# ---- fft_peak_detector_flat ----
**fft_peak_detector_flat: cell density map**

Bar = 20 µm. 12 x 12 tiles, from white (low) to dark blue (high), 0 to 100% covered.
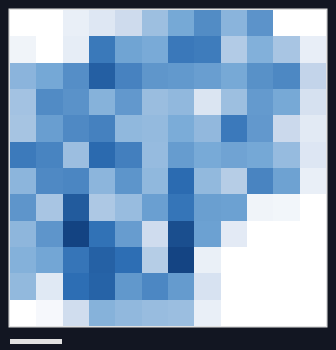
**fft_peak_detector_flat: cell placement**

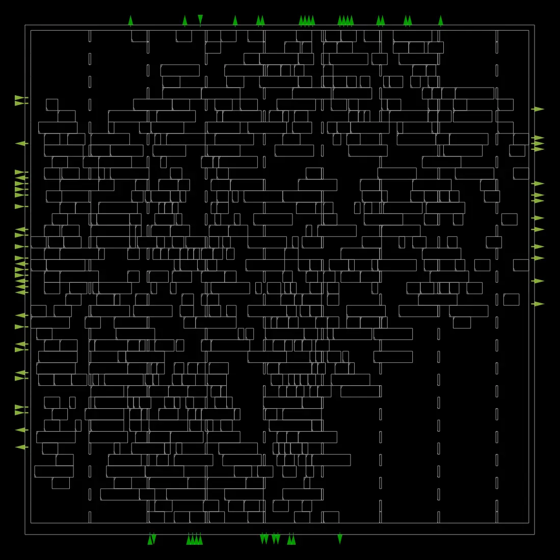
**fft_peak_detector_flat: sequential cells grouped by signal name**

Bar = 20 µm. Other sequential cells in the stronger grey, the rest of the logic in the fainter grey.
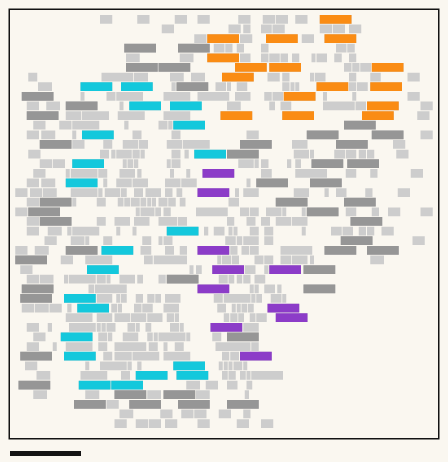
===== src/rtl/fft_pkg.sv =====
// Shared types for the FFT peak detector: magnitude width/type and FSM states.
package fft_pkg;

    localparam int unsigned MAG_W = 21;

    typedef logic [MAG_W-1:0] mag_t;

    typedef enum logic {
        IDLE  = 1'b0,
        ACCUM = 1'b1
    } state_t;

endpackage


===== src/rtl/fft_peak_detector_if.sv =====
// Per-bin magnitude stream from the FFT wrapper (no backpressure).
interface fft_peak_detector_if #(
    parameter int unsigned MAG_W = fft_pkg::MAG_W
);

    logic [MAG_W-1:0] mag_in;
    logic             mag_valid;
    logic             mag_sop;

    modport master (
        output mag_in,
        output mag_valid,
        output mag_sop
    );

    modport slave (
        input mag_in,
        input mag_valid,
        input mag_sop
    );

endinterface


===== src/rtl/fft_peak_cmp.sv =====
// Combinational search-window test plus strict-greater compare; o_update
// says the presented bin becomes the new best candidate.
module fft_peak_cmp #(
    parameter int unsigned FFT_PTS       = 1024,
    parameter int unsigned MAG_W         = 21,
    parameter int unsigned SKIP_BINS     = 1,
    parameter int unsigned HALF_SPECTRUM = 1
) (
    input  logic [$clog2(FFT_PTS)-1:0] i_bin,
    input  logic [MAG_W-1:0]           i_mag,
    input  logic [MAG_W-1:0]           i_best_mag,
    input  logic                       i_have_best,
    output logic                       o_update
);

    localparam int unsigned LAST = (HALF_SPECTRUM != 0) ? (FFT_PTS / 2 - 1) : (FFT_PTS - 1);

    logic w_in_window;

    // Strict compare keeps the lowest index on ties; first in-window bin always seeds.
    always_comb begin
        w_in_window = (32'(i_bin) >= SKIP_BINS) && (32'(i_bin) <= LAST);
        o_update    = w_in_window && (!i_have_best || (i_mag > i_best_mag));
    end

endmodule


===== src/rtl/fft_peak_detector.sv =====
// Per-frame peak search over the FFT magnitude stream.
// Optional macro FFT_PEAK_THRESH_EN adds the thresh input and peak_hit output.
module fft_peak_detector
    import fft_pkg::*;
#(
    parameter int unsigned FFT_PTS       = 1024,
    parameter int unsigned MAG_W         = fft_pkg::MAG_W,
    parameter int unsigned SKIP_BINS     = 1,
    parameter int unsigned HALF_SPECTRUM = 1
) (
    input  logic                       clk,
    input  logic                       reset_n,
    fft_peak_detector_if.slave         mag_if,
`ifdef FFT_PEAK_THRESH_EN
    input  logic [MAG_W-1:0]           thresh,
    output logic                       peak_hit,
`endif
    output logic [$clog2(FFT_PTS)-1:0] peak_bin,
    output logic [MAG_W-1:0]           peak_mag,
    output logic                       peak_valid,
    output logic                       frame_err,
    output logic [15:0]                frame_cnt
);

    localparam int unsigned BW = $clog2(FFT_PTS);
    localparam logic [BW-1:0] LAST_BIN = BW'(FFT_PTS - 1);

    state_t            r_state, w_state_nxt;
    logic [BW-1:0]     r_bin_cnt, w_bin_cnt_nxt;
    logic [MAG_W-1:0]  r_best_mag, w_best_mag_nxt;
    logic [BW-1:0]     r_best_bin, w_best_bin_nxt;
    logic              r_have_best, w_have_best_nxt;

    logic              w_start, w_restart, w_last;
    logic [BW-1:0]     w_cmp_bin, w_cmp_best_bin;
    logic [MAG_W-1:0]  w_cmp_best_mag;
    logic              w_cmp_have_best, w_update;
    logic [BW-1:0]     w_cand_bin;
    logic [MAG_W-1:0]  w_cand_mag;

    logic [BW-1:0]     r_peak_bin;
    logic [MAG_W-1:0]  r_peak_mag;
    logic              r_peak_valid, r_frame_err;
    logic [15:0]       r_frame_cnt;

    // Classify the current sample: frame start, truncating restart, or final bin.
    always_comb begin
        w_start   = 1'b0;
        w_restart = 1'b0;
        w_last    = 1'b0;
        if (mag_if.mag_valid) begin
            case (r_state)
                IDLE: w_start = mag_if.mag_sop;
                ACCUM: begin
                    if (r_bin_cnt == LAST_BIN) begin
                        w_last = 1'b1;
                    end else if (mag_if.mag_sop) begin
                        w_start   = 1'b1;
                        w_restart = 1'b1;
                    end
                end
                default: ;
            endcase
        end
    end

    // A starting sample is judged as bin 0 against a cleared best.
    always_comb begin
        w_cmp_bin       = w_start ? '0 : r_bin_cnt;
        w_cmp_best_bin  = w_start ? '0 : r_best_bin;
        w_cmp_best_mag  = w_start ? '0 : r_best_mag;
        w_cmp_have_best = w_start ? 1'b0 : r_have_best;
    end

    fft_peak_cmp #(
        .FFT_PTS       (FFT_PTS),
        .MAG_W         (MAG_W),
        .SKIP_BINS     (SKIP_BINS),
        .HALF_SPECTRUM (HALF_SPECTRUM)
    ) u_cmp (
        .i_bin       (w_cmp_bin),
        .i_mag       (mag_if.mag_in),
        .i_best_mag  (w_cmp_best_mag),
        .i_have_best (w_cmp_have_best),
        .o_update    (w_update)
    );

    // Next-state and best-candidate update; the final bin is folded into the report.
    always_comb begin
        w_cand_mag      = w_update ? mag_if.mag_in : w_cmp_best_mag;
        w_cand_bin      = w_update ? w_cmp_bin : w_cmp_best_bin;
        w_state_nxt     = r_state;
        w_bin_cnt_nxt   = r_bin_cnt;
        w_best_mag_nxt  = r_best_mag;
        w_best_bin_nxt  = r_best_bin;
        w_have_best_nxt = r_have_best;
        if (w_start) begin
            w_state_nxt     = ACCUM;
            w_bin_cnt_nxt   = BW'(1);
            w_best_mag_nxt  = w_cand_mag;
            w_best_bin_nxt  = w_cand_bin;
            w_have_best_nxt = w_update;
        end else if (w_last) begin
            w_state_nxt     = IDLE;
            w_bin_cnt_nxt   = '0;
            w_best_mag_nxt  = '0;
            w_best_bin_nxt  = '0;
            w_have_best_nxt = 1'b0;
        end else if ((r_state == ACCUM) && mag_if.mag_valid) begin
            w_bin_cnt_nxt   = r_bin_cnt + BW'(1);
            w_best_mag_nxt  = w_cand_mag;
            w_best_bin_nxt  = w_cand_bin;
            w_have_best_nxt = r_have_best | w_update;
        end
    end

    // FSM state and running search registers.
    always_ff @(posedge clk or negedge reset_n) begin
        if (!reset_n) begin
            r_state     <= IDLE;
            r_bin_cnt   <= '0;
            r_best_mag  <= '0;
            r_best_bin  <= '0;
            r_have_best <= 1'b0;
        end else begin
            r_state     <= w_state_nxt;
            r_bin_cnt   <= w_bin_cnt_nxt;
            r_best_mag  <= w_best_mag_nxt;
            r_best_bin  <= w_best_bin_nxt;
            r_have_best <= w_have_best_nxt;
        end
    end

    // Registered report, error pulse and frame counter.
    always_ff @(posedge clk or negedge reset_n) begin
        if (!reset_n) begin
            r_peak_bin   <= '0;
            r_peak_mag   <= '0;
            r_peak_valid <= 1'b0;
            r_frame_err  <= 1'b0;
            r_frame_cnt  <= '0;
        end else begin
            r_peak_valid <= w_last;
            r_frame_err  <= w_restart;
            if (w_last) begin
                r_peak_bin  <= w_cand_bin;
                r_peak_mag  <= w_cand_mag;
                r_frame_cnt <= r_frame_cnt + 16'd1;
            end
        end
    end

`ifdef FFT_PEAK_THRESH_EN
    logic r_peak_hit;

    // Threshold flag is compared against thresh as sampled on the last-bin cycle.
    always_ff @(posedge clk or negedge reset_n) begin
        if (!reset_n) begin
            r_peak_hit <= 1'b0;
        end else if (w_last) begin
            r_peak_hit <= (w_cand_mag >= thresh);
        end
    end

    assign peak_hit = r_peak_hit;
`endif

    assign peak_bin   = r_peak_bin;
    assign peak_mag   = r_peak_mag;
    assign peak_valid = r_peak_valid;
    assign frame_err  = r_frame_err;
    assign frame_cnt  = r_frame_cnt;

endmodule


===== src/flat_wrapper.sv =====
// flat-port wrapper written by rule: the top's interface ports become plain ports
module fft_peak_detector_flat import fft_pkg::*;
#(
    parameter int unsigned FFT_PTS       = 1024,
    parameter int unsigned MAG_W         = fft_pkg::MAG_W,
    parameter int unsigned SKIP_BINS     = 1,
    parameter int unsigned HALF_SPECTRUM = 1
)
  (clk, reset_n, peak_bin, peak_mag, peak_valid, frame_err, frame_cnt, mag_if_mag_in, mag_if_mag_valid, mag_if_mag_sop);
  fft_peak_detector_if #(.MAG_W(MAG_W)) mag_if_i ();
  input  logic clk;
  input  logic reset_n;
  output logic [$clog2(FFT_PTS)-1:0] peak_bin;
  output logic [MAG_W-1:0] peak_mag;
  output logic peak_valid;
  output logic frame_err;
  output logic [15:0] frame_cnt;
  input wire logic [$bits(mag_if_i.mag_in)-1:0] mag_if_mag_in;
  input wire logic [$bits(mag_if_i.mag_valid)-1:0] mag_if_mag_valid;
  input wire logic [$bits(mag_if_i.mag_sop)-1:0] mag_if_mag_sop;
  assign mag_if_i.mag_in = mag_if_mag_in;
  assign mag_if_i.mag_valid = mag_if_mag_valid;
  assign mag_if_i.mag_sop = mag_if_mag_sop;
  fft_peak_detector #(.FFT_PTS(FFT_PTS), .MAG_W(MAG_W), .SKIP_BINS(SKIP_BINS), .HALF_SPECTRUM(HALF_SPECTRUM)) u_core (.clk(clk), .reset_n(reset_n), .mag_if(mag_if_i), .peak_bin(peak_bin), .peak_mag(peak_mag), .peak_valid(peak_valid), .frame_err(frame_err), .frame_cnt(frame_cnt));
endmodule

===== config.mk =====
export PLATFORM = sky130hd
export DESIGN_NAME = fft_peak_detector_flat
export DESIGN_NICKNAME = d
export VERILOG_FILES = /design/src/rtl/fft_pkg.sv /design/src/rtl/fft_peak_detector_if.sv /design/src/rtl/fft_peak_cmp.sv /design/src/rtl/fft_peak_detector.sv /design/src/flat_wrapper.sv
export SDC_FILE = /design/constraint.sdc
export NUM_CORES = 1
export LEC_CHECK = 0
export ABC_CLOCK_PERIOD_IN_PS = 9400
export CAP_MARGIN = 30
export CORE_MARGIN = 1
export CORE_UTILIZATION = 35
export DETAILED_ROUTE_END_ITERATION = 6
export HOLD_SLACK_MARGIN = 0.15
export SETUP_SLACK_MARGIN = 0.4
export SLEW_MARGIN = 20
export SYNTH_ARGS = -nofsm -noshare
export SYNTH_HDL_FRONTEND = slang
export SYNTH_SLANG_ARGS = --single-unit

===== constraint.sdc =====
create_clock -name clk -period 9.4 [get_ports clk]
set_input_delay 1.41 -clock clk [delete_from_list [all_inputs] [get_ports clk]]
set_output_delay 1.41 -clock clk [all_outputs]
set_load 0.005 [all_outputs]

==> flow_metrics.env <==
# physical design summary
export IMPL_status="complete, no violations"
export IMPL_slowest_delay_ns=0.57
export IMPL_maxClockFrequency_mhz=205
export IMPL_vias=3446
export IMPL_routedWlPerCell_um=15.5
export IMPL_grt_antenna_before_repair=0
export IMPL_hp_class="flop to flop"
export IMPL_cts_root_buf="clkbuf_16"
export IMPL_met3_usage=0.0442
export IMPL_power_top_consumer="sequential cells"
export IMPL_wl_met2_mm=4.89
export IMPL_log_warning_count=26
export IMPL_fin_area_um2=6120
export IMPL_die_height_um=121
export IMPL_drcViolationCount=0
## Picture notes: 'cell density map' of fft_peak_detector_flat
densest ninth of the die: west
nearly empty tiles: 15%
emptiest ninth of the die: south-east
tiles over 75% full: 6.9%
fullest tile: 92%
core area: 13800 µm²
core utilization at floorplan: 0.358
Util after Layout: 0.443

## Picture notes: 'cell placement' of fft_peak_detector_flat
row count: 43
tap cell count: 180
Final Non-Filler Cells: 678
fill cell count: 1308
sequential share of cell area: 0.376

## Picture notes: 'sequential cells grouped by signal name' of fft_peak_detector_flat
| colour | netlist name | placed flops |
|---|---|---|
| orange | u_core.frame_cnt | 16 |
| cyan | u_core.r_best_mag | 21 |
| purple | u_core.r_bin_cnt | 10 |
Reg area: 2300 µm²
sequential power: 459 µW


# ---- mouse_transmitter_flat ----
**mouse_transmitter_flat: sequential cells grouped by signal name**

Bar = 20 µm. Other sequential cells in the stronger grey, the rest of the logic in the fainter grey.
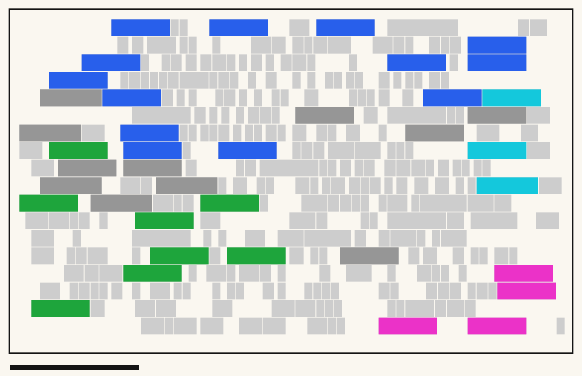
**mouse_transmitter_flat: wires at chosen ports, followed through buffers**

Bar = 20 µm.
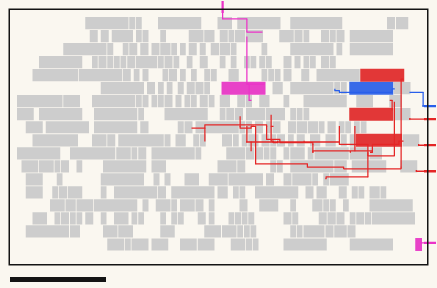
**mouse_transmitter_flat: cell placement**

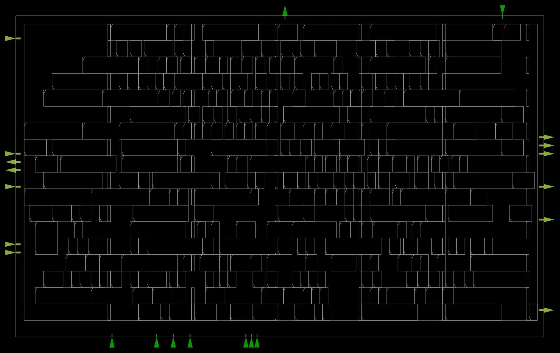
$ cat src/rtl/mouse_transmitter_pkg.sv
// mouse_pkg: shared definitions for the PS/2 host-to-device transmitter
// (and any receiver built alongside it).
//   state_e                  - transmitter FSM encoding (also exported on state_o)
//   ERR_NO_ACK_BIT           - ERROR_CODE bit set when the device does not ACK
//   ERR_TIMEOUT_BIT          - ERROR_CODE bit set when the watchdog aborts a frame
//   DEFAULT_CLK_HOLD_CYCLES  - clock-inhibit time before the start bit (120 us @ 50 MHz)
//   DEFAULT_TIMEOUT_CYCLES   - max wait per device clock edge (15 ms @ 50 MHz)
package mouse_pkg;

  typedef enum logic [2:0] {
    ST_IDLE      = 3'd0,
    ST_HOLD_CLK  = 3'd1,
    ST_START     = 3'd2,
    ST_SEND_BITS = 3'd3,
    ST_SEND_STOP = 3'd4,
    ST_WAIT_ACK  = 3'd5,
    ST_WAIT_IDLE = 3'd6
  } state_e;

  localparam int ERR_NO_ACK_BIT  = 0;
  localparam int ERR_TIMEOUT_BIT = 1;

  localparam int DEFAULT_CLK_HOLD_CYCLES = 6000;
  localparam int DEFAULT_TIMEOUT_CYCLES  = 750000;

  // PS/2 uses odd parity: the parity bit makes the count of ones in
  // data+parity odd.
  function automatic logic odd_parity(input logic [7:0] b);
    return ~^b;
  endfunction

endpackage

$ cat src/rtl/mouse_transmitter_if.sv
// mouse_transmitter_if: command-side bus between a host controller and the
// PS/2 transmitter.
//   SEND_BYTE     host -> tx  request strobe
//   BYTE_TO_SEND  host -> tx  command byte
//   BUSY          tx -> host  frame in progress
//   BYTE_SENT     tx -> host  one-cycle end-of-frame pulse
//   ERROR_CODE    tx -> host  {timeout, no_ack}, valid with BYTE_SENT
//
// Handshake: SEND_BYTE is the valid, ~BUSY is the ready. A request is
// accepted on a rising CLK edge where SEND_BYTE=1 and BUSY=0; BYTE_TO_SEND is
// captured on that same edge. SEND_BYTE while BUSY=1 is dropped, not queued.
// Completion is reported by BYTE_SENT (one cycle, BUSY falls in the same
// cycle); ERROR_CODE is held until the next accepted request.
interface mouse_transmitter_if;
  logic       SEND_BYTE;
  logic [7:0] BYTE_TO_SEND;
  logic       BUSY;
  logic       BYTE_SENT;
  logic [1:0] ERROR_CODE;

  modport master (
    output SEND_BYTE, BYTE_TO_SEND,
    input  BUSY, BYTE_SENT, ERROR_CODE
  );

  modport slave (
    input  SEND_BYTE, BYTE_TO_SEND,
    output BUSY, BYTE_SENT, ERROR_CODE
  );
endinterface

$ cat src/rtl/ps2_sync_edge.sv
// ps2_sync_edge: 2-FF synchronizer for an asynchronous PS/2 line plus a
// falling-edge pulse derived from the synchronized value.
//   clk_i   system clock
//   rst_n_i asynchronous active-low reset (flops reset to 1 = idle line)
//   line_i  raw pad value
//   sync_o  synchronized line
//   fall_o  one-cycle pulse on a synchronized 1->0 transition
module ps2_sync_edge (
  input  logic clk_i,
  input  logic rst_n_i,
  input  logic line_i,
  output logic sync_o,
  output logic fall_o
);

  logic meta_q;
  logic sync_q;
  logic prev_q;

  always_ff @(posedge clk_i or negedge rst_n_i) begin
    if (!rst_n_i) begin
      meta_q <= 1'b1;
      sync_q <= 1'b1;
      prev_q <= 1'b1;
    end else begin
      meta_q <= line_i;
      sync_q <= meta_q;
      prev_q <= sync_q;
    end
  end

  assign sync_o = sync_q;
  assign fall_o = prev_q & ~sync_q;

endmodule

$ cat src/rtl/mouse_transmitter.sv
// mouse_transmitter: PS/2 host-to-device frame transmitter (open-drain).
//   CLK, RESET         system clock, asynchronous active-low reset
//   CLK_MOUSE_IN       PS/2 clock pad value
//   DATA_MOUSE_IN      PS/2 data pad value
//   CLK_MOUSE_OUT_EN   1 = pull PS/2 clock low
//   DATA_MOUSE_OUT_EN  1 = pull PS/2 data low
//   host               mouse_transmitter_if.slave (SEND_BYTE/BYTE_TO_SEND in,
//                      BUSY/BYTE_SENT/ERROR_CODE out)
//   state_o            current FSM state for debug/observation
// Optional feature: define MOUSE_TX_TIMEOUT_EN to build the per-edge watchdog
// (ERROR_CODE[1]); without it the block waits indefinitely for device clocks.
module mouse_transmitter
  import mouse_pkg::*;
#(
  parameter int CLK_HOLD_CYCLES = DEFAULT_CLK_HOLD_CYCLES,
  parameter int TIMEOUT_CYCLES  = DEFAULT_TIMEOUT_CYCLES
) (
  input  logic   CLK,
  input  logic   RESET,
  input  logic   CLK_MOUSE_IN,
  input  logic   DATA_MOUSE_IN,
  output logic   CLK_MOUSE_OUT_EN,
  output logic   DATA_MOUSE_OUT_EN,
  mouse_transmitter_if.slave host,
  output state_e state_o
);

  localparam int HOLD_W = $clog2(CLK_HOLD_CYCLES + 1);

  state_e            state_q;
  logic              clk_en_q;
  logic              data_en_q;
  logic              busy_q;
  logic              sent_q;
  logic              no_ack_q;
  logic [7:0]        shift_q;
  logic              parity_q;
  logic [HOLD_W-1:0] hold_cnt_q;
  logic [3:0]        bit_cnt_q;
  logic              data_meta_q;
  logic              data_sync_q;

  logic clk_sync;
  logic clk_fall;

  ps2_sync_edge u_clk_sync (
    .clk_i   (CLK),
    .rst_n_i (RESET),
    .line_i  (CLK_MOUSE_IN),
    .sync_o  (clk_sync),
    .fall_o  (clk_fall)
  );

  // Data line only needs its level (ACK sample / idle check), no edge.
  always_ff @(posedge CLK or negedge RESET) begin
    if (!RESET) begin
      data_meta_q <= 1'b1;
      data_sync_q <= 1'b1;
    end else begin
      data_meta_q <= DATA_MOUSE_IN;
      data_sync_q <= data_meta_q;
    end
  end

`ifdef MOUSE_TX_TIMEOUT_EN
  localparam int WD_W = $clog2(TIMEOUT_CYCLES + 1);
  logic [WD_W-1:0] wd_q;
  logic            timeout_q;
  logic            wd_active;
  logic            wd_expire;

  // Watchdog runs only while the device owns the clock.
  assign wd_active = (state_q != ST_IDLE) && (state_q != ST_HOLD_CLK);
  assign wd_expire = wd_active && !clk_fall && (wd_q == WD_W'(TIMEOUT_CYCLES - 1));
`else
  // Watchdog compiled out; the parameter stays for a uniform instance
  // signature across builds.
  logic unused_timeout_cfg;
  assign unused_timeout_cfg = (TIMEOUT_CYCLES > 0);
`endif

  always_ff @(posedge CLK or negedge RESET) begin
    if (!RESET) begin
      state_q    <= ST_IDLE;
      clk_en_q   <= 1'b0;
      data_en_q  <= 1'b0;
      busy_q     <= 1'b0;
      sent_q     <= 1'b0;
      no_ack_q   <= 1'b0;
      shift_q    <= 8'h00;
      parity_q   <= 1'b0;
      hold_cnt_q <= '0;
      bit_cnt_q  <= 4'd0;
`ifdef MOUSE_TX_TIMEOUT_EN
      wd_q       <= '0;
      timeout_q  <= 1'b0;
`endif
    end else begin
      sent_q <= 1'b0;
`ifdef MOUSE_TX_TIMEOUT_EN
      if (!wd_active || clk_fall) wd_q <= '0;
      else                        wd_q <= wd_q + 1'b1;
`endif
      case (state_q)
        ST_IDLE: begin
          if (host.SEND_BYTE) begin
            shift_q    <= host.BYTE_TO_SEND;
            parity_q   <= odd_parity(host.BYTE_TO_SEND);
            busy_q     <= 1'b1;
            no_ack_q   <= 1'b0;
`ifdef MOUSE_TX_TIMEOUT_EN
            timeout_q  <= 1'b0;
`endif
            hold_cnt_q <= '0;
            state_q    <= ST_HOLD_CLK;
          end
        end
        // Clock is pulled low from the first HOLD cycle for exactly
        // CLK_HOLD_CYCLES cycles; data joins on the last of them so the
        // start bit is already on the line when the clock is released.
        ST_HOLD_CLK: begin
          hold_cnt_q <= hold_cnt_q + 1'b1;
          if (hold_cnt_q == HOLD_W'(CLK_HOLD_CYCLES)) begin
            clk_en_q <= 1'b0;
            state_q  <= ST_START;
          end else begin
            clk_en_q <= 1'b1;
            if (hold_cnt_q == HOLD_W'(CLK_HOLD_CYCLES - 1)) data_en_q <= 1'b1;
          end
        end
        ST_START: begin
          if (clk_fall) begin
            data_en_q <= ~shift_q[0];
            bit_cnt_q <= 4'd0;
            state_q   <= ST_SEND_BITS;
          end
        end
        // shift_q[0] is the bit on the line; the next one is shift_q[1].
        ST_SEND_BITS: begin
          if (clk_fall) begin
            if (bit_cnt_q == 4'd7) begin
              data_en_q <= ~parity_q;
              bit_cnt_q <= 4'd8;
              state_q   <= ST_SEND_STOP;
            end else begin
              data_en_q <= ~shift_q[1];
              shift_q   <= shift_q >> 1;
              bit_cnt_q <= bit_cnt_q + 4'd1;
            end
          end
        end
        ST_SEND_STOP: begin
          if (clk_fall) begin
            data_en_q <= 1'b0;
            state_q   <= ST_WAIT_ACK;
          end
        end
        ST_WAIT_ACK: begin
          if (clk_fall) begin
            no_ack_q <= data_sync_q;
            state_q  <= ST_WAIT_IDLE;
          end
        end
        ST_WAIT_IDLE: begin
          if (clk_sync && data_sync_q) begin
            busy_q  <= 1'b0;
            sent_q  <= 1'b1;
            state_q <= ST_IDLE;
          end
        end
        default: state_q <= ST_IDLE;
      endcase
`ifdef MOUSE_TX_TIMEOUT_EN
      // Abort overrides whatever the state logic chose this cycle.
      if (wd_expire) begin
        clk_en_q  <= 1'b0;
        data_en_q <= 1'b0;
        busy_q    <= 1'b0;
        sent_q    <= 1'b1;
        timeout_q <= 1'b1;
        state_q   <= ST_IDLE;
      end
`endif
    end
  end

  always_comb begin
    host.ERROR_CODE                 = 2'b00;
    host.ERROR_CODE[ERR_NO_ACK_BIT] = no_ack_q;
`ifdef MOUSE_TX_TIMEOUT_EN
    host.ERROR_CODE[ERR_TIMEOUT_BIT] = timeout_q;
`else
    host.ERROR_CODE[ERR_TIMEOUT_BIT] = 1'b0;
`endif
  end

  assign host.BUSY         = busy_q;
  assign host.BYTE_SENT    = sent_q;
  assign CLK_MOUSE_OUT_EN  = clk_en_q;
  assign DATA_MOUSE_OUT_EN = data_en_q;
  assign state_o           = state_q;

endmodule

$ cat src/flat_wrapper.sv
// flat-port wrapper written by rule: the top's interface ports become plain ports
module mouse_transmitter_flat import mouse_pkg::*;
#(
  parameter int CLK_HOLD_CYCLES = DEFAULT_CLK_HOLD_CYCLES,
  parameter int TIMEOUT_CYCLES  = DEFAULT_TIMEOUT_CYCLES
)
  (CLK, RESET, CLK_MOUSE_IN, DATA_MOUSE_IN, CLK_MOUSE_OUT_EN, DATA_MOUSE_OUT_EN, state_o, host_SEND_BYTE, host_BYTE_TO_SEND, host_BUSY, host_BYTE_SENT, host_ERROR_CODE);
  mouse_transmitter_if host_i ();
  input  logic CLK;
  input  logic RESET;
  input  logic CLK_MOUSE_IN;
  input  logic DATA_MOUSE_IN;
  output logic CLK_MOUSE_OUT_EN;
  output logic DATA_MOUSE_OUT_EN;
  output state_e state_o;
  input wire logic [$bits(host_i.SEND_BYTE)-1:0] host_SEND_BYTE;
  input wire logic [$bits(host_i.BYTE_TO_SEND)-1:0] host_BYTE_TO_SEND;
  output wire logic [$bits(host_i.BUSY)-1:0] host_BUSY;
  output wire logic [$bits(host_i.BYTE_SENT)-1:0] host_BYTE_SENT;
  output wire logic [$bits(host_i.ERROR_CODE)-1:0] host_ERROR_CODE;
  assign host_i.SEND_BYTE = host_SEND_BYTE;
  assign host_i.BYTE_TO_SEND = host_BYTE_TO_SEND;
  assign host_BUSY = host_i.BUSY;
  assign host_BYTE_SENT = host_i.BYTE_SENT;
  assign host_ERROR_CODE = host_i.ERROR_CODE;
  mouse_transmitter #(.CLK_HOLD_CYCLES(CLK_HOLD_CYCLES), .TIMEOUT_CYCLES(TIMEOUT_CYCLES)) u_core (.CLK(CLK), .RESET(RESET), .CLK_MOUSE_IN(CLK_MOUSE_IN), .DATA_MOUSE_IN(DATA_MOUSE_IN), .CLK_MOUSE_OUT_EN(CLK_MOUSE_OUT_EN), .DATA_MOUSE_OUT_EN(DATA_MOUSE_OUT_EN), .host(host_i), .state_o(state_o));
endmodule
$ cat config.mk
export PLATFORM = sky130hd
export DESIGN_NAME = mouse_transmitter_flat
export DESIGN_NICKNAME = d
export VERILOG_FILES = /design/src/rtl/mouse_transmitter_pkg.sv /design/src/rtl/mouse_transmitter_if.sv /design/src/rtl/ps2_sync_edge.sv /design/src/rtl/mouse_transmitter.sv /design/src/flat_wrapper.sv
export SDC_FILE = /design/constraint.sdc
export NUM_CORES = 1
export LEC_CHECK = 0
export ABC_AREA = 1
export ABC_CLOCK_PERIOD_IN_PS = 1880
export CORE_ASPECT_RATIO = 0.6
export CORE_UTILIZATION = 55
export CTS_BUF_LIST = sky130_fd_sc_hd__clkbuf_16
export CTS_CLUSTER_DIAMETER = 60
export DETAILED_ROUTE_END_ITERATION = 8
export PLACE_DENSITY = 0.73
export SYNTH_ARGS = -nofsm -noshare
export SYNTH_HDL_FRONTEND = slang
export SYNTH_HIERARCHICAL = 1
export SYNTH_SLANG_ARGS = --single-unit
export TNS_END_PERCENT = 20
$ cat constraint.sdc
create_clock -name CLK -period 1.88 [get_ports CLK]
set_clock_uncertainty 0.1 [all_clocks]
set_input_delay 0.376 -clock CLK [delete_from_list [all_inputs] [get_ports CLK]]
set_output_delay 0.376 -clock CLK [all_outputs]
set_load 0.005 [all_outputs]
==> flow_metrics.env <==
# physical design summary
export IMPL_status="complete, no violations"
export IMPL_ctsResizeCount=1
export IMPL_mostFrequentLayoutCells="nand2_1 (81), inv_1 (34), dfrtp_1 (33), nand3_1 (29), o21ai_0 (20)"
export IMPL_top_regs="u_core/hold_cnt_q (13), u_core/shift_q (8), u_core/bit_cnt_q (4)"
export IMPL_n_all_inverters=41
export IMPL_postPlaceCellArea_um2=2600
export IMPL_ys_async_sr_fraction=1.00
export IMPL_grt_pass1_vias=1754
export IMPL_leakagePower_uw=0.00137
export IMPL_top_layer="met4"
export IMPL_detail_route_antenna_nets=0
export IMPL_slew_violations=0
export IMPL_nClkBuffers=5
export IMPL_grt_use_met1=0.381
export IMPL_drt_initial_drc_count=139
export IMPL_routedWlPerCell_um=12.5
export IMPL_met3_usage=0.0562
## Picture notes: 'sequential cells grouped by signal name' of mouse_transmitter_flat
| colour | netlist name | placed flops |
|---|---|---|
| magenta | u_core/bit_cnt_q | 4 |
| cyan | u_core/state_o | 3 |
| blue | u_core/hold_cnt_q | 13 |
| green | u_core/shift_q | 8 |
sequential power: 1400 µW
Reg area: 983 µm²
Util after Layout: 0.670
sequential share of cell area: 0.354

## Picture notes: 'wires at chosen ports, followed through buffers' of mouse_transmitter_flat
| colour | port | direction | edge | end cells | wire |
|---|---|---|---|---|---|
| red | state_o | output | east | 3 | 211 µm |
| magenta | host_ERROR_CODE | output | 1 north, 1 east | 2 | 31.4 µm |
| blue | CLK_MOUSE_OUT_EN | output | east | 1 | 19.9 µm |
I/O Buffers: 20
I/O pins: 22

## Picture notes: 'cell placement' of mouse_transmitter_flat
row count: 18
Final Non-Filler Cells: 385
fill cell count: 374


# ---- alu_mod_sequencer ----
**alu_mod_sequencer: cell placement**

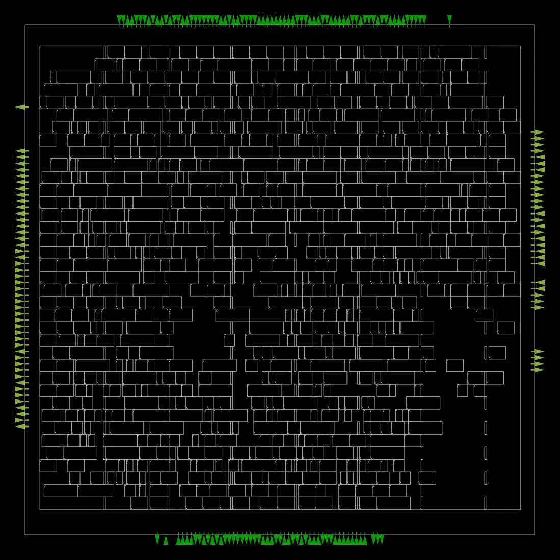
**alu_mod_sequencer: sequential cells grouped by signal name**

Bar = 20 µm. Other sequential cells in the stronger grey, the rest of the logic in the fainter grey.
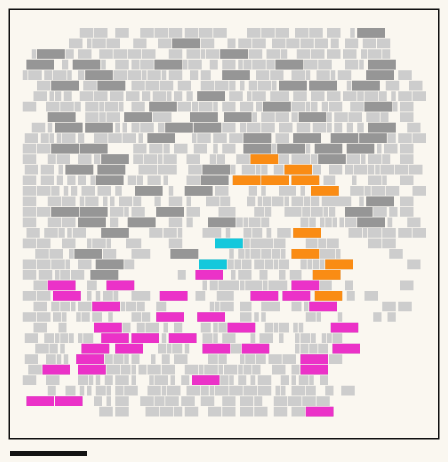
`config.mk`:
```
export PLATFORM = sky130hd
export DESIGN_NAME = alu_mod_sequencer
export DESIGN_NICKNAME = d
export VERILOG_FILES = /design/src/rtl/alu_mod_sequencer.sv
export SDC_FILE = /design/constraint.sdc
export NUM_CORES = 1
export LEC_CHECK = 0
export CORE_MARGIN = 3
export CORE_UTILIZATION = 48
export DETAILED_ROUTE_END_ITERATION = 7
export GPL_ROUTABILITY_DRIVEN = 1
export HOLD_SLACK_MARGIN = 0.1
export PLACE_DENSITY = 0.93
export SYNTH_ARGS = -nofsm -noshare
export SYNTH_HDL_FRONTEND = slang
export SYNTH_SLANG_ARGS = --single-unit
```
`constraint.sdc`:
```
create_clock -name clk -period 4.49 [get_ports clk]
set_input_delay 0.449 -clock clk [delete_from_list [all_inputs] [get_ports clk]]
set_output_delay 0.449 -clock clk [all_outputs]
set_load 0.005 [all_outputs]
```
`src/rtl/alu_mod_sequencer.sv`:
```
// Sequenced A mod B using the shared ALU's SLT and SUB operations.
// Fills the ALU's mod slot with a multi-cycle result and error flag.
module alu_mod_sequencer #(
  parameter int MAX_ITER = 1024,
  parameter int ITER_W   = 11
) (
  input  logic        clk,
  input  logic        rst_n,
  input  logic        start,
  input  logic [31:0] op_a,
  input  logic [31:0] op_b,
  output logic [31:0] alu_src1,
  output logic [31:0] alu_src2,
  output logic [2:0]  alu_ctr,
  input  logic [31:0] alu_result,
  output logic        busy,
  output logic        done,
  output logic [31:0] result,
  output logic        err
);

  localparam logic [2:0] CTR_IDLE = 3'b000;
  localparam logic [2:0] CTR_SLT  = 3'b100;
  localparam logic [2:0] CTR_SUB  = 3'b110;

  typedef enum logic [1:0] {
    S_IDLE,
    S_CHECK,
    S_SUB,
    S_DONE
  } state_e;

  state_e            state_q;
  logic [31:0]       rem_q;
  logic [31:0]       div_q;
  logic [ITER_W-1:0] cnt_q;
  logic [ITER_W-1:0] cnt_d;
  logic [31:0]       result_q;
  logic              err_q;
  logic              bad_op_d;
  logic              last_d;

  assign cnt_d    = cnt_q + 1'b1;
  assign bad_op_d = (op_b == 32'd0) | op_b[31] | op_a[31];
  assign last_d   = (cnt_q == ITER_W'(MAX_ITER - 1));

  always_ff @(posedge clk) begin
    if (!rst_n) begin
      state_q  <= S_IDLE;
      rem_q    <= '0;
      div_q    <= '0;
      cnt_q    <= '0;
      result_q <= '0;
      err_q    <= 1'b0;
    end else begin
      unique case (state_q)
        S_IDLE: begin
          if (start) begin
            rem_q <= op_a;
            div_q <= op_b;
            cnt_q <= '0;
            err_q <= 1'b0;
            if (bad_op_d) begin
              err_q    <= 1'b1;
              result_q <= '0;
              state_q  <= S_DONE;
            end else begin
              state_q  <= S_CHECK;
            end
          end
        end
        S_CHECK: begin
          // SLT result: bit 0 set means rem < div
          if (alu_result[0]) begin
            result_q <= rem_q;
            state_q  <= S_DONE;
          end else begin
            state_q  <= S_SUB;
          end
        end
        S_SUB: begin
          rem_q <= alu_result;
          cnt_q <= cnt_d;
          if (last_d) begin
            err_q    <= 1'b1;
            result_q <= '0;
            state_q  <= S_DONE;
          end else begin
            state_q  <= S_CHECK;
          end
        end
        S_DONE: begin
          state_q <= S_IDLE;
        end
        default: begin
          state_q <= S_IDLE;
        end
      endcase
    end
  end

  always_comb begin
    alu_src1 = '0;
    alu_src2 = '0;
    alu_ctr  = CTR_IDLE;
    unique case (state_q)
      S_CHECK: begin
        alu_src1 = rem_q;
        alu_src2 = div_q;
        alu_ctr  = CTR_SLT;
      end
      S_SUB: begin
        alu_src1 = rem_q;
        alu_src2 = div_q;
        alu_ctr  = CTR_SUB;
      end
      default: begin
        alu_ctr  = CTR_IDLE;
      end
    endcase
  end

  assign busy   = (state_q != S_IDLE);
  assign done   = (state_q == S_DONE);
  assign result = result_q;
  assign err    = err_q;

endmodule

```
==> flow_metrics.env <==
# physical design summary
export IMPL_status="complete, no violations"
export IMPL_fp_dieW_um=111
export IMPL_met3_usage=0.0540
export IMPL_timing_rr_end="cnt_q[5]"
export IMPL_hold_violations=0
export IMPL_path_clk_slew_ns=0.11
export IMPL_routed_wl_mm=15.0
export IMPL_log_warning_count=31
export IMPL_ys_ff=110
export IMPL_sequential_cell_total=110
export IMPL_cap_viol_max_count=0
export IMPL_end_kind="output port"
export IMPL_drt_pass1_iterations=5
export IMPL_critPathRequiredTime_ns=4.04
export IMPL_crit_path_top_delay_cell="ha_1"
export IMPL_dpl_hpwl_mm=10.8
export IMPL_cts_setup_buffers=0
export IMPL_mostFrequentLayoutCell="clkdlybuf4s50_1"
export IMPL_clock_tree_area_fraction=0.0255
export IMPL_p_switching_uw=1450
export IMPL_tightest_slew_ns=1.23
export IMPL_synth_top_cell_by_area="dfxtp_1"
export IMPL_numCtsBuffers=9
export IMPL_grt_use_met1=0.284
export IMPL_dp_cells=888
export IMPL_irDropWorstVdd_mv=0.461
export IMPL_grt_pass1_vias=5028
export IMPL_grt_overflow_total=0
export IMPL_top_layer="met4"
Notes on 'cell placement' of alu_mod_sequencer above:
Final Non-Filler Cells: 904
tap cell count: 136
fill cell count: 809

Notes on 'sequential cells grouped by signal name' of alu_mod_sequencer above:
| colour | netlist name | placed flops |
|---|---|---|
| orange | cnt_q | 11 |
| cyan | state_q | 2 |
| magenta | div_q | 32 |
Util after Layout: 0.704
Reg area: 2200 µm²
sequential power: 1330 µW
sequential share of cell area: 0.297


# ---- lsu_ctrl ----
File: config.mk
export PLATFORM = sky130hd
export DESIGN_NAME = lsu_ctrl
export DESIGN_NICKNAME = d
export VERILOG_FILES = /design/src/rtl/lsu_ctrl.sv
export SDC_FILE = /design/constraint.sdc
export NUM_CORES = 1
export LEC_CHECK = 0
export CORE_MARGIN = 2
export CORE_UTILIZATION = 40
export DETAILED_ROUTE_END_ITERATION = 16
export GPL_TIMING_DRIVEN = 0
export PLACE_DENSITY = 0.7
export SLEW_MARGIN = 0
export SYNTH_ARGS = -nofsm -noshare
export SYNTH_HDL_FRONTEND = slang
export SYNTH_SLANG_ARGS = --single-unit
File: constraint.sdc
create_clock -name clk -period 2.7 [get_ports clk]
set_clock_uncertainty 0.2 [all_clocks]
set_input_delay 0.54 -clock clk [delete_from_list [all_inputs] [get_ports clk]]
set_output_delay 0.54 -clock clk [all_outputs]
set_load 0.01 [all_outputs]
File: src/rtl/lsu_ctrl.sv
// Load/store unit: runs one data-memory transaction per start over a req/ack bus,
// building byte enables and replicated write data, and extending load results.
module lsu_ctrl #(
  parameter int TIMEOUT = 15
) (
  input  logic        clk,
  input  logic        reset,
  input  logic        start,
  input  logic        mem_read,
  input  logic        mem_write,
  input  logic [31:0] addr,
  input  logic [31:0] store_data,
  input  logic [2:0]  funct3,
  output logic        busy,
  output logic        done,
  output logic [31:0] load_data,
  output logic        err_misaligned,
  output logic        err_illegal,
  output logic        err_timeout,
  output logic        mem_req,
  output logic        mem_we,
  output logic [31:0] mem_addr,
  output logic [3:0]  mem_be,
  output logic [31:0] mem_wdata,
  input  logic [31:0] mem_rdata,
  input  logic        mem_ack
);

  typedef enum logic [1:0] {IDLE, REQ, DONE} state_t;

  localparam logic [7:0] TIMEOUT_CNT = 8'(TIMEOUT);

  state_t      state, state_next;
  logic [31:0] addr_q, addr_d;
  logic [31:0] sd_q, sd_d;
  logic [2:0]  f3_q, f3_d;
  logic        we_q, we_d;
  logic [7:0]  cnt_q, cnt_d;
  logic [31:0] load_data_d;
  logic        err_mis_d, err_ill_d, err_to_d;

  logic [3:0]  be_lat;
  logic [31:0] wdata_lat;
  logic [7:0]  rbyte;
  logic [15:0] rhalf;
  logic [31:0] rext;
  logic        req_illegal, req_misaligned;

  // Lane pattern and replicated write data from the latched access.
  always_comb begin
    be_lat    = 4'b1111;
    wdata_lat = sd_q;
    case (f3_q[1:0])
      2'b00: begin
        be_lat    = 4'b0001 << addr_q[1:0];
        wdata_lat = {4{sd_q[7:0]}};
      end
      2'b01: begin
        be_lat    = addr_q[1] ? 4'b1100 : 4'b0011;
        wdata_lat = {2{sd_q[15:0]}};
      end
      default: begin
        be_lat    = 4'b1111;
        wdata_lat = sd_q;
      end
    endcase
  end

  always_comb begin
    rbyte = mem_rdata[7:0];
    case (addr_q[1:0])
      2'b00:   rbyte = mem_rdata[7:0];
      2'b01:   rbyte = mem_rdata[15:8];
      2'b10:   rbyte = mem_rdata[23:16];
      default: rbyte = mem_rdata[31:24];
    endcase
    rhalf = addr_q[1] ? mem_rdata[31:16] : mem_rdata[15:0];
    case (f3_q)
      3'b000:  rext = {{24{rbyte[7]}}, rbyte};
      3'b001:  rext = {{16{rhalf[15]}}, rhalf};
      3'b100:  rext = {24'b0, rbyte};
      3'b101:  rext = {16'b0, rhalf};
      default: rext = mem_rdata;
    endcase
  end

  // Legality is judged on the raw inputs so errors can finish in the accept cycle.
  always_comb begin
    req_illegal = 1'b1;
    case (funct3)
      3'b000, 3'b001, 3'b010: req_illegal = 1'b0;
      3'b100, 3'b101:         req_illegal = mem_write;
      default:                req_illegal = 1'b1;
    endcase
    if (!(mem_read ^ mem_write)) req_illegal = 1'b1;
    req_misaligned = ((funct3[1:0] == 2'b01) && addr[0]) ||
                     ((funct3[1:0] == 2'b10) && (addr[1:0] != 2'b00));
  end

  always_comb begin
    state_next  = state;
    addr_d      = addr_q;
    sd_d        = sd_q;
    f3_d        = f3_q;
    we_d        = we_q;
    cnt_d       = cnt_q;
    load_data_d = load_data;
    err_mis_d   = err_misaligned;
    err_ill_d   = err_illegal;
    err_to_d    = err_timeout;
    case (state)
      IDLE: begin
        cnt_d = 8'd0;
        if (start) begin
          addr_d = addr;
          sd_d   = store_data;
          f3_d   = funct3;
          we_d   = mem_write;
          if (req_illegal) begin
            state_next = DONE;
            err_ill_d  = 1'b1;
          end else if (req_misaligned) begin
            state_next = DONE;
            err_mis_d  = 1'b1;
          end else begin
            state_next = REQ;
          end
        end
      end
      REQ: begin
        // An ack arriving on the final count still wins over the timeout.
        if (mem_ack) begin
          state_next = DONE;
          cnt_d      = 8'd0;
          if (!we_q) load_data_d = rext;
        end else if (cnt_q + 8'd1 == TIMEOUT_CNT) begin
          state_next = DONE;
          cnt_d      = 8'd0;
          err_to_d   = 1'b1;
        end else begin
          cnt_d = cnt_q + 8'd1;
        end
      end
      DONE: begin
        state_next  = IDLE;
        load_data_d = 32'd0;
        err_mis_d   = 1'b0;
        err_ill_d   = 1'b0;
        err_to_d    = 1'b0;
      end
      default: state_next = IDLE;
    endcase
  end

  always_ff @(posedge clk) begin
    if (reset) begin
      state          <= IDLE;
      addr_q         <= 32'd0;
      sd_q           <= 32'd0;
      f3_q           <= 3'd0;
      we_q           <= 1'b0;
      cnt_q          <= 8'd0;
      load_data      <= 32'd0;
      err_misaligned <= 1'b0;
      err_illegal    <= 1'b0;
      err_timeout    <= 1'b0;
    end else begin
      state          <= state_next;
      addr_q         <= addr_d;
      sd_q           <= sd_d;
      f3_q           <= f3_d;
      we_q           <= we_d;
      cnt_q          <= cnt_d;
      load_data      <= load_data_d;
      err_misaligned <= err_mis_d;
      err_illegal    <= err_ill_d;
      err_timeout    <= err_to_d;
    end
  end

  // Bus outputs are gated to the REQ state so the bus sees zeros while idle.
  assign busy      = (state != IDLE);
  assign done      = (state == DONE);
  assign mem_req   = (state == REQ);
  assign mem_we    = mem_req & we_q;
  assign mem_addr  = mem_req ? {addr_q[31:2], 2'b00} : 32'd0;
  assign mem_be    = mem_req ? be_lat : 4'b0000;
  assign mem_wdata = mem_req ? wdata_lat : 32'd0;

endmodule

**lsu_ctrl: cell placement**

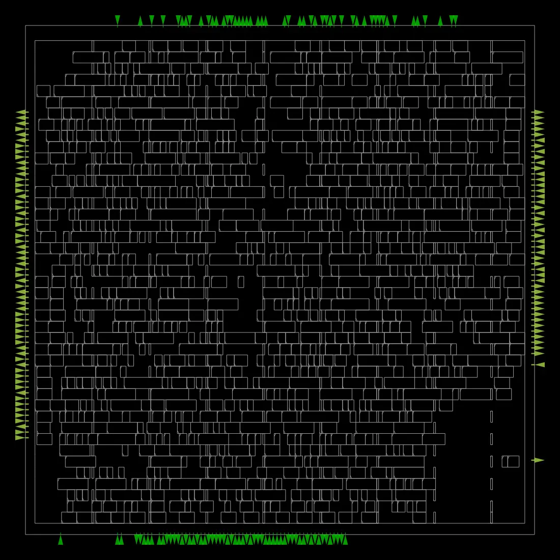
core area: 13900 µm²
seq_cells: 113

**lsu_ctrl: wires at chosen ports, followed through buffers**

Bar = 20 µm.
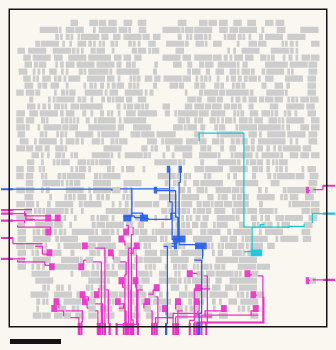
| colour | port | direction | edge | end cells | wire |
|---|---|---|---|---|---|
| blue | funct3 | input | 2 south, 1 west | 10 | 274 µm |
| cyan | done | output | east | 1 | 110 µm |
| magenta | mem_addr | output | 25 south, 5 west, 2 east | 32 | 713 µm |
I/O pins: 212
I/O Buffers: 208

==> flow_metrics.env <==
# physical design summary
export IMPL_dpl_worst_slack_ns=-0.222
export IMPL_diodes=0
export IMPL_gr_usage_all_layers=0.257
export IMPL_grt_antenna_before_repair=0
export IMPL_combPwrFrac=0.209
export IMPL_fill_cells=1324
export IMPL_ys_top_logic_family="simple AND/OR/NAND/NOR gates"
export IMPL_critPathRequiredTime_ns=1.96
export IMPL_ys_sh_xor=0.00154
export IMPL_cts_setup_buffers=6
export IMPL_clock_power_share=0.429
export IMPL_nClkBuffers=18
export IMPL_status="complete, no violations"
export IMPL_rr_startpoint="state[0]"
export IMPL_timing_rr_end="load_data[23]"
export IMPL_slowest_delay_ns=0.35

# ---- logic_reduce_acc ----
[src/rtl/logic_reduce_acc.sv]
// rtl/logic_reduce_acc.sv - packet-wise bitwise reduction accumulator (AND/OR/XOR/NAND)
module logic_reduce_acc #(
   parameter int WIDTH = 2,
   parameter int N     = 3
) (
   input  logic               CLK,
   input  logic               RESETN,
   input  logic [N*WIDTH-1:0] I,
   input  logic [1:0]         MODE,
   input  logic               I_VALID,
   input  logic               I_LAST,
   output logic               I_READY,
   output logic [WIDTH-1:0]   O,
   output logic               O_VALID,
   input  logic               O_READY,
   output logic [7:0]         O_BEATS
);

   localparam logic [1:0] MODE_OR   = 2'b01;
   localparam logic [1:0] MODE_XOR  = 2'b10;
   localparam logic [1:0] MODE_NAND = 2'b11;

   logic [WIDTH-1:0] acc_q, acc_d;
   logic [7:0]       cnt_q, cnt_d;
   logic             first_q, first_d;
   logic [1:0]       mode_q, mode_d;
   logic [WIDTH-1:0] o_q, o_d;
   logic             o_valid_q, o_valid_d;
   logic [7:0]       o_beats_q, o_beats_d;

   logic [WIDTH-1:0] red_and, red_or, red_xor;
   logic [WIDTH-1:0] beat_r, acc_step, acc_new;
   logic [7:0]       cnt_new;
   logic [1:0]       eff_mode;
   logic             accept;

   assign I_READY = !o_valid_q | O_READY;
   assign accept  = I_VALID & I_READY;
   assign O       = o_q;
   assign O_VALID = o_valid_q;
   assign O_BEATS = o_beats_q;

   always_comb begin
      red_and = '1;
      red_or  = '0;
      red_xor = '0;
      for (int k = 0; k < N; k++) begin
         red_and = red_and & I[k*WIDTH +: WIDTH];
         red_or  = red_or  | I[k*WIDTH +: WIDTH];
         red_xor = red_xor ^ I[k*WIDTH +: WIDTH];
      end
   end

   // The packet's op is taken from MODE only on its first beat; later beats use the held copy.
   always_comb begin
      eff_mode = first_q ? MODE : mode_q;
      case (eff_mode)
         MODE_OR: begin
            beat_r   = red_or;
            acc_step = acc_q | red_or;
         end
         MODE_XOR: begin
            beat_r   = red_xor;
            acc_step = acc_q ^ red_xor;
         end
         default: begin
            beat_r   = red_and;
            acc_step = acc_q & red_and;
         end
      endcase
      acc_new = first_q ? beat_r : acc_step;
      cnt_new = first_q ? 8'd1 : ((cnt_q == 8'hFF) ? cnt_q : cnt_q + 8'd1);
   end

   always_comb begin
      acc_d     = acc_q;
      cnt_d     = cnt_q;
      first_d   = first_q;
      mode_d    = mode_q;
      o_d       = o_q;
      o_valid_d = o_valid_q;
      o_beats_d = o_beats_q;

      if (o_valid_q && O_READY) begin
         o_valid_d = 1'b0;
      end

      if (accept) begin
         acc_d   = acc_new;
         cnt_d   = cnt_new;
         mode_d  = eff_mode;
         first_d = 1'b0;
         if (I_LAST) begin
            o_d       = (eff_mode == MODE_NAND) ? ~acc_new : acc_new;
            o_beats_d = cnt_new;
            o_valid_d = 1'b1;
            first_d   = 1'b1;
         end
      end
   end

   always_ff @(posedge CLK) begin
      if (!RESETN) begin
         acc_q     <= '0;
         cnt_q     <= '0;
         first_q   <= 1'b1;
         mode_q    <= 2'b00;
         o_q       <= '0;
         o_valid_q <= 1'b0;
         o_beats_q <= '0;
      end else begin
         acc_q     <= acc_d;
         cnt_q     <= cnt_d;
         first_q   <= first_d;
         mode_q    <= mode_d;
         o_q       <= o_d;
         o_valid_q <= o_valid_d;
         o_beats_q <= o_beats_d;
      end
   end

endmodule

[config.mk]
export PLATFORM = sky130hd
export DESIGN_NAME = logic_reduce_acc
export DESIGN_NICKNAME = d
export VERILOG_FILES = /design/src/rtl/logic_reduce_acc.sv
export SDC_FILE = /design/constraint.sdc
export NUM_CORES = 1
export LEC_CHECK = 0
export ABC_AREA = 1
export CAP_MARGIN = 20
export CORE_MARGIN = 2
export CORE_UTILIZATION = 50
export CTS_BUF_LIST = sky130_fd_sc_hd__clkbuf_8
export DETAILED_ROUTE_END_ITERATION = 6
export PLACE_DENSITY = 0.83
export SYNTH_ARGS = -nofsm -noshare
export SYNTH_HDL_FRONTEND = slang
export SYNTH_SLANG_ARGS = --single-unit
[constraint.sdc]
create_clock -name CLK -period 4.6 [get_ports CLK]
set_input_delay 0.69 -clock CLK [delete_from_list [all_inputs] [get_ports CLK]]
set_output_delay 0.69 -clock CLK [all_outputs]
set_load 0.03 [all_outputs]
==> flow_metrics.env <==
# physical design summary
export IMPL_p_total_uw=542
export IMPL_cell_internal_pwr_uw=389
export IMPL_period_minus_slack_ns=2.62
export IMPL_grt_max_degree=25
export IMPL_ys_seq_frac=0.350
export IMPL_simple_gate_share=0.214
export IMPL_r2r_cells=13
export IMPL_critical_path_max_fanout=3
export IMPL_status="complete, no violations"
export IMPL_crit_start="O_READY"
export IMPL_clock_latency_late_pin_ns=0.27
export IMPL_cts_root_buf="clkbuf_8"
export IMPL_path_delay_family="buffers and inverters"
export IMPL_cts_tree="built"
export IMPL_crit_path_top_delay_cell="clkdlybuf4s50_1"
export IMPL_synthAoiAreaFrac=0.255
export IMPL_critPathMostFrequentCell="clkdlybuf4s50_1"
export IMPL_hold_buffers=0
export IMPL_synth_avg_cell_area_um2=6.96
export IMPL_cts_path_max_buffers=2
export IMPL_clock_tree_area_fraction=0.0423
export IMPL_core_area_um2=2540
export IMPL_met3_usage=0.0415
export IMPL_cap_viol_max_count=0
export IMPL_power_per_cell_area_nw_per_um2=322
export IMPL_path_class="primary input to output port"
export IMPL_comb_area_frac=0.441
export IMPL_cp_depth=4
export IMPL_logic_area_um2=743
**logic_reduce_acc: wires at chosen ports, followed through buffers**

Bar = 20 µm.
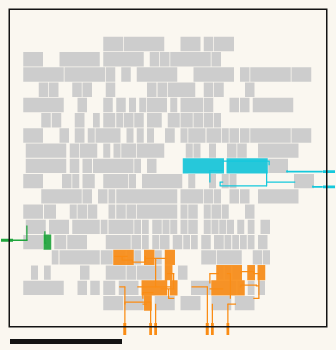
| colour | port | direction | edge | end cells | wire |
|---|---|---|---|---|---|
| cyan | O | output | east | 2 | 38.7 µm |
| green | O_READY | input | west | 1 | 7.30 µm |
| orange | I | input | south | 15 | 97.0 µm |
I/O pins: 25
I/O Buffers: 24

**logic_reduce_acc: cell placement**

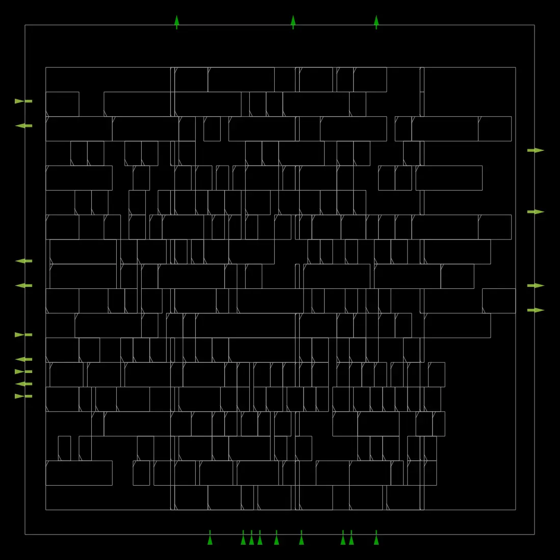
sequential share of cell area: 0.285
Util after Layout: 0.662



## Gallery

PDN straps and rails.
Bar = 20 µm. Pins as bars on the die edge. Tap cells in grey.
(a)
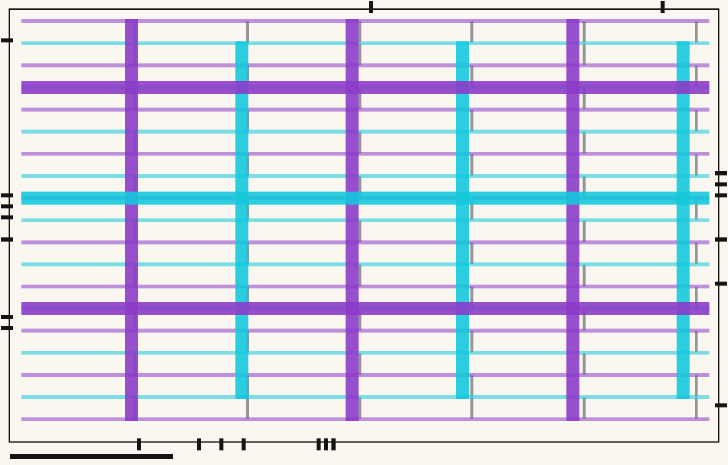
(b)
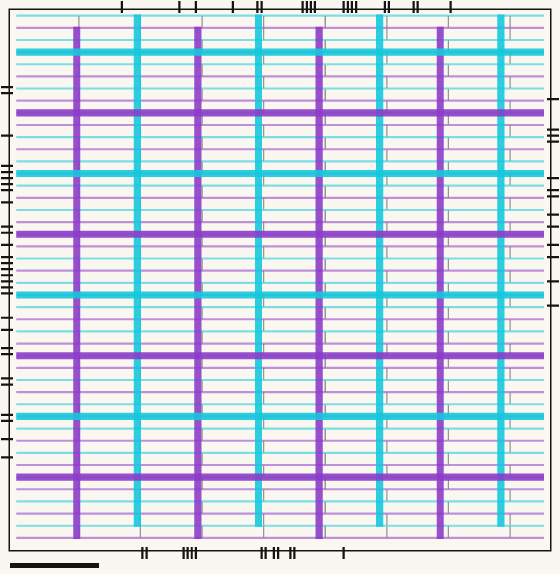
(c)
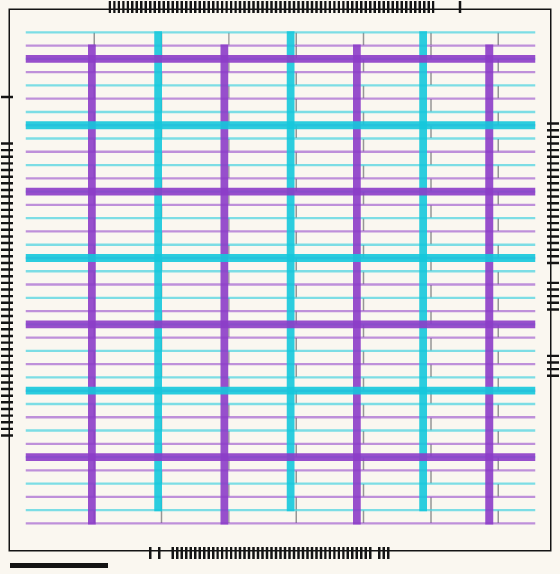
(d)
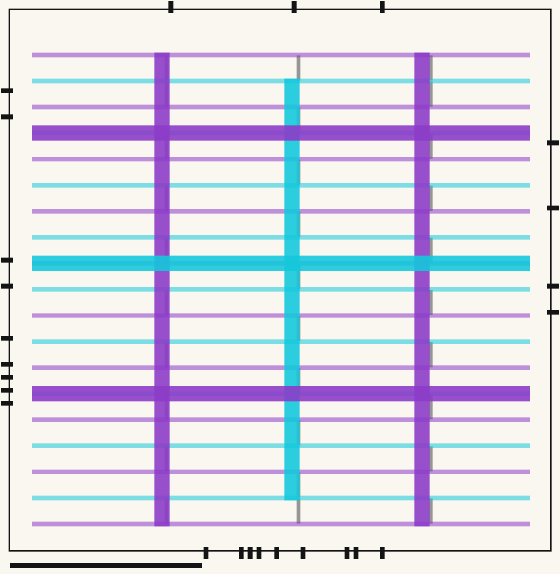
(e)
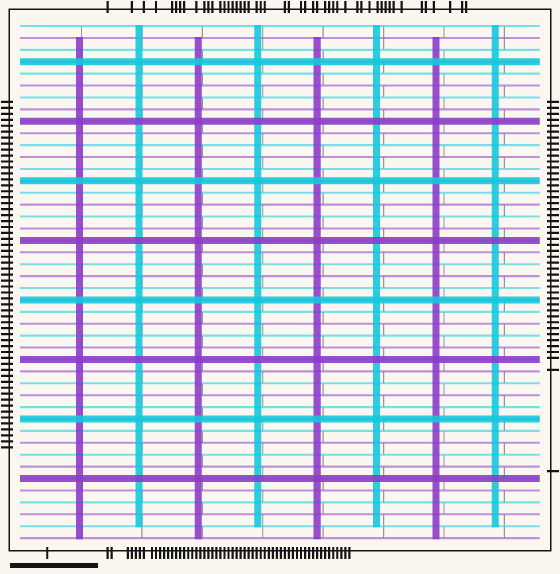
- smallest die: (d)
alu_mod_sequencer -> (c)
logic_reduce_acc -> (d)
lsu_ctrl -> (e)
fft_peak_detector_flat -> (b)
mouse_transmitter_flat -> (a)

No activity file was given, so power comes from the tool's default toggle rates.
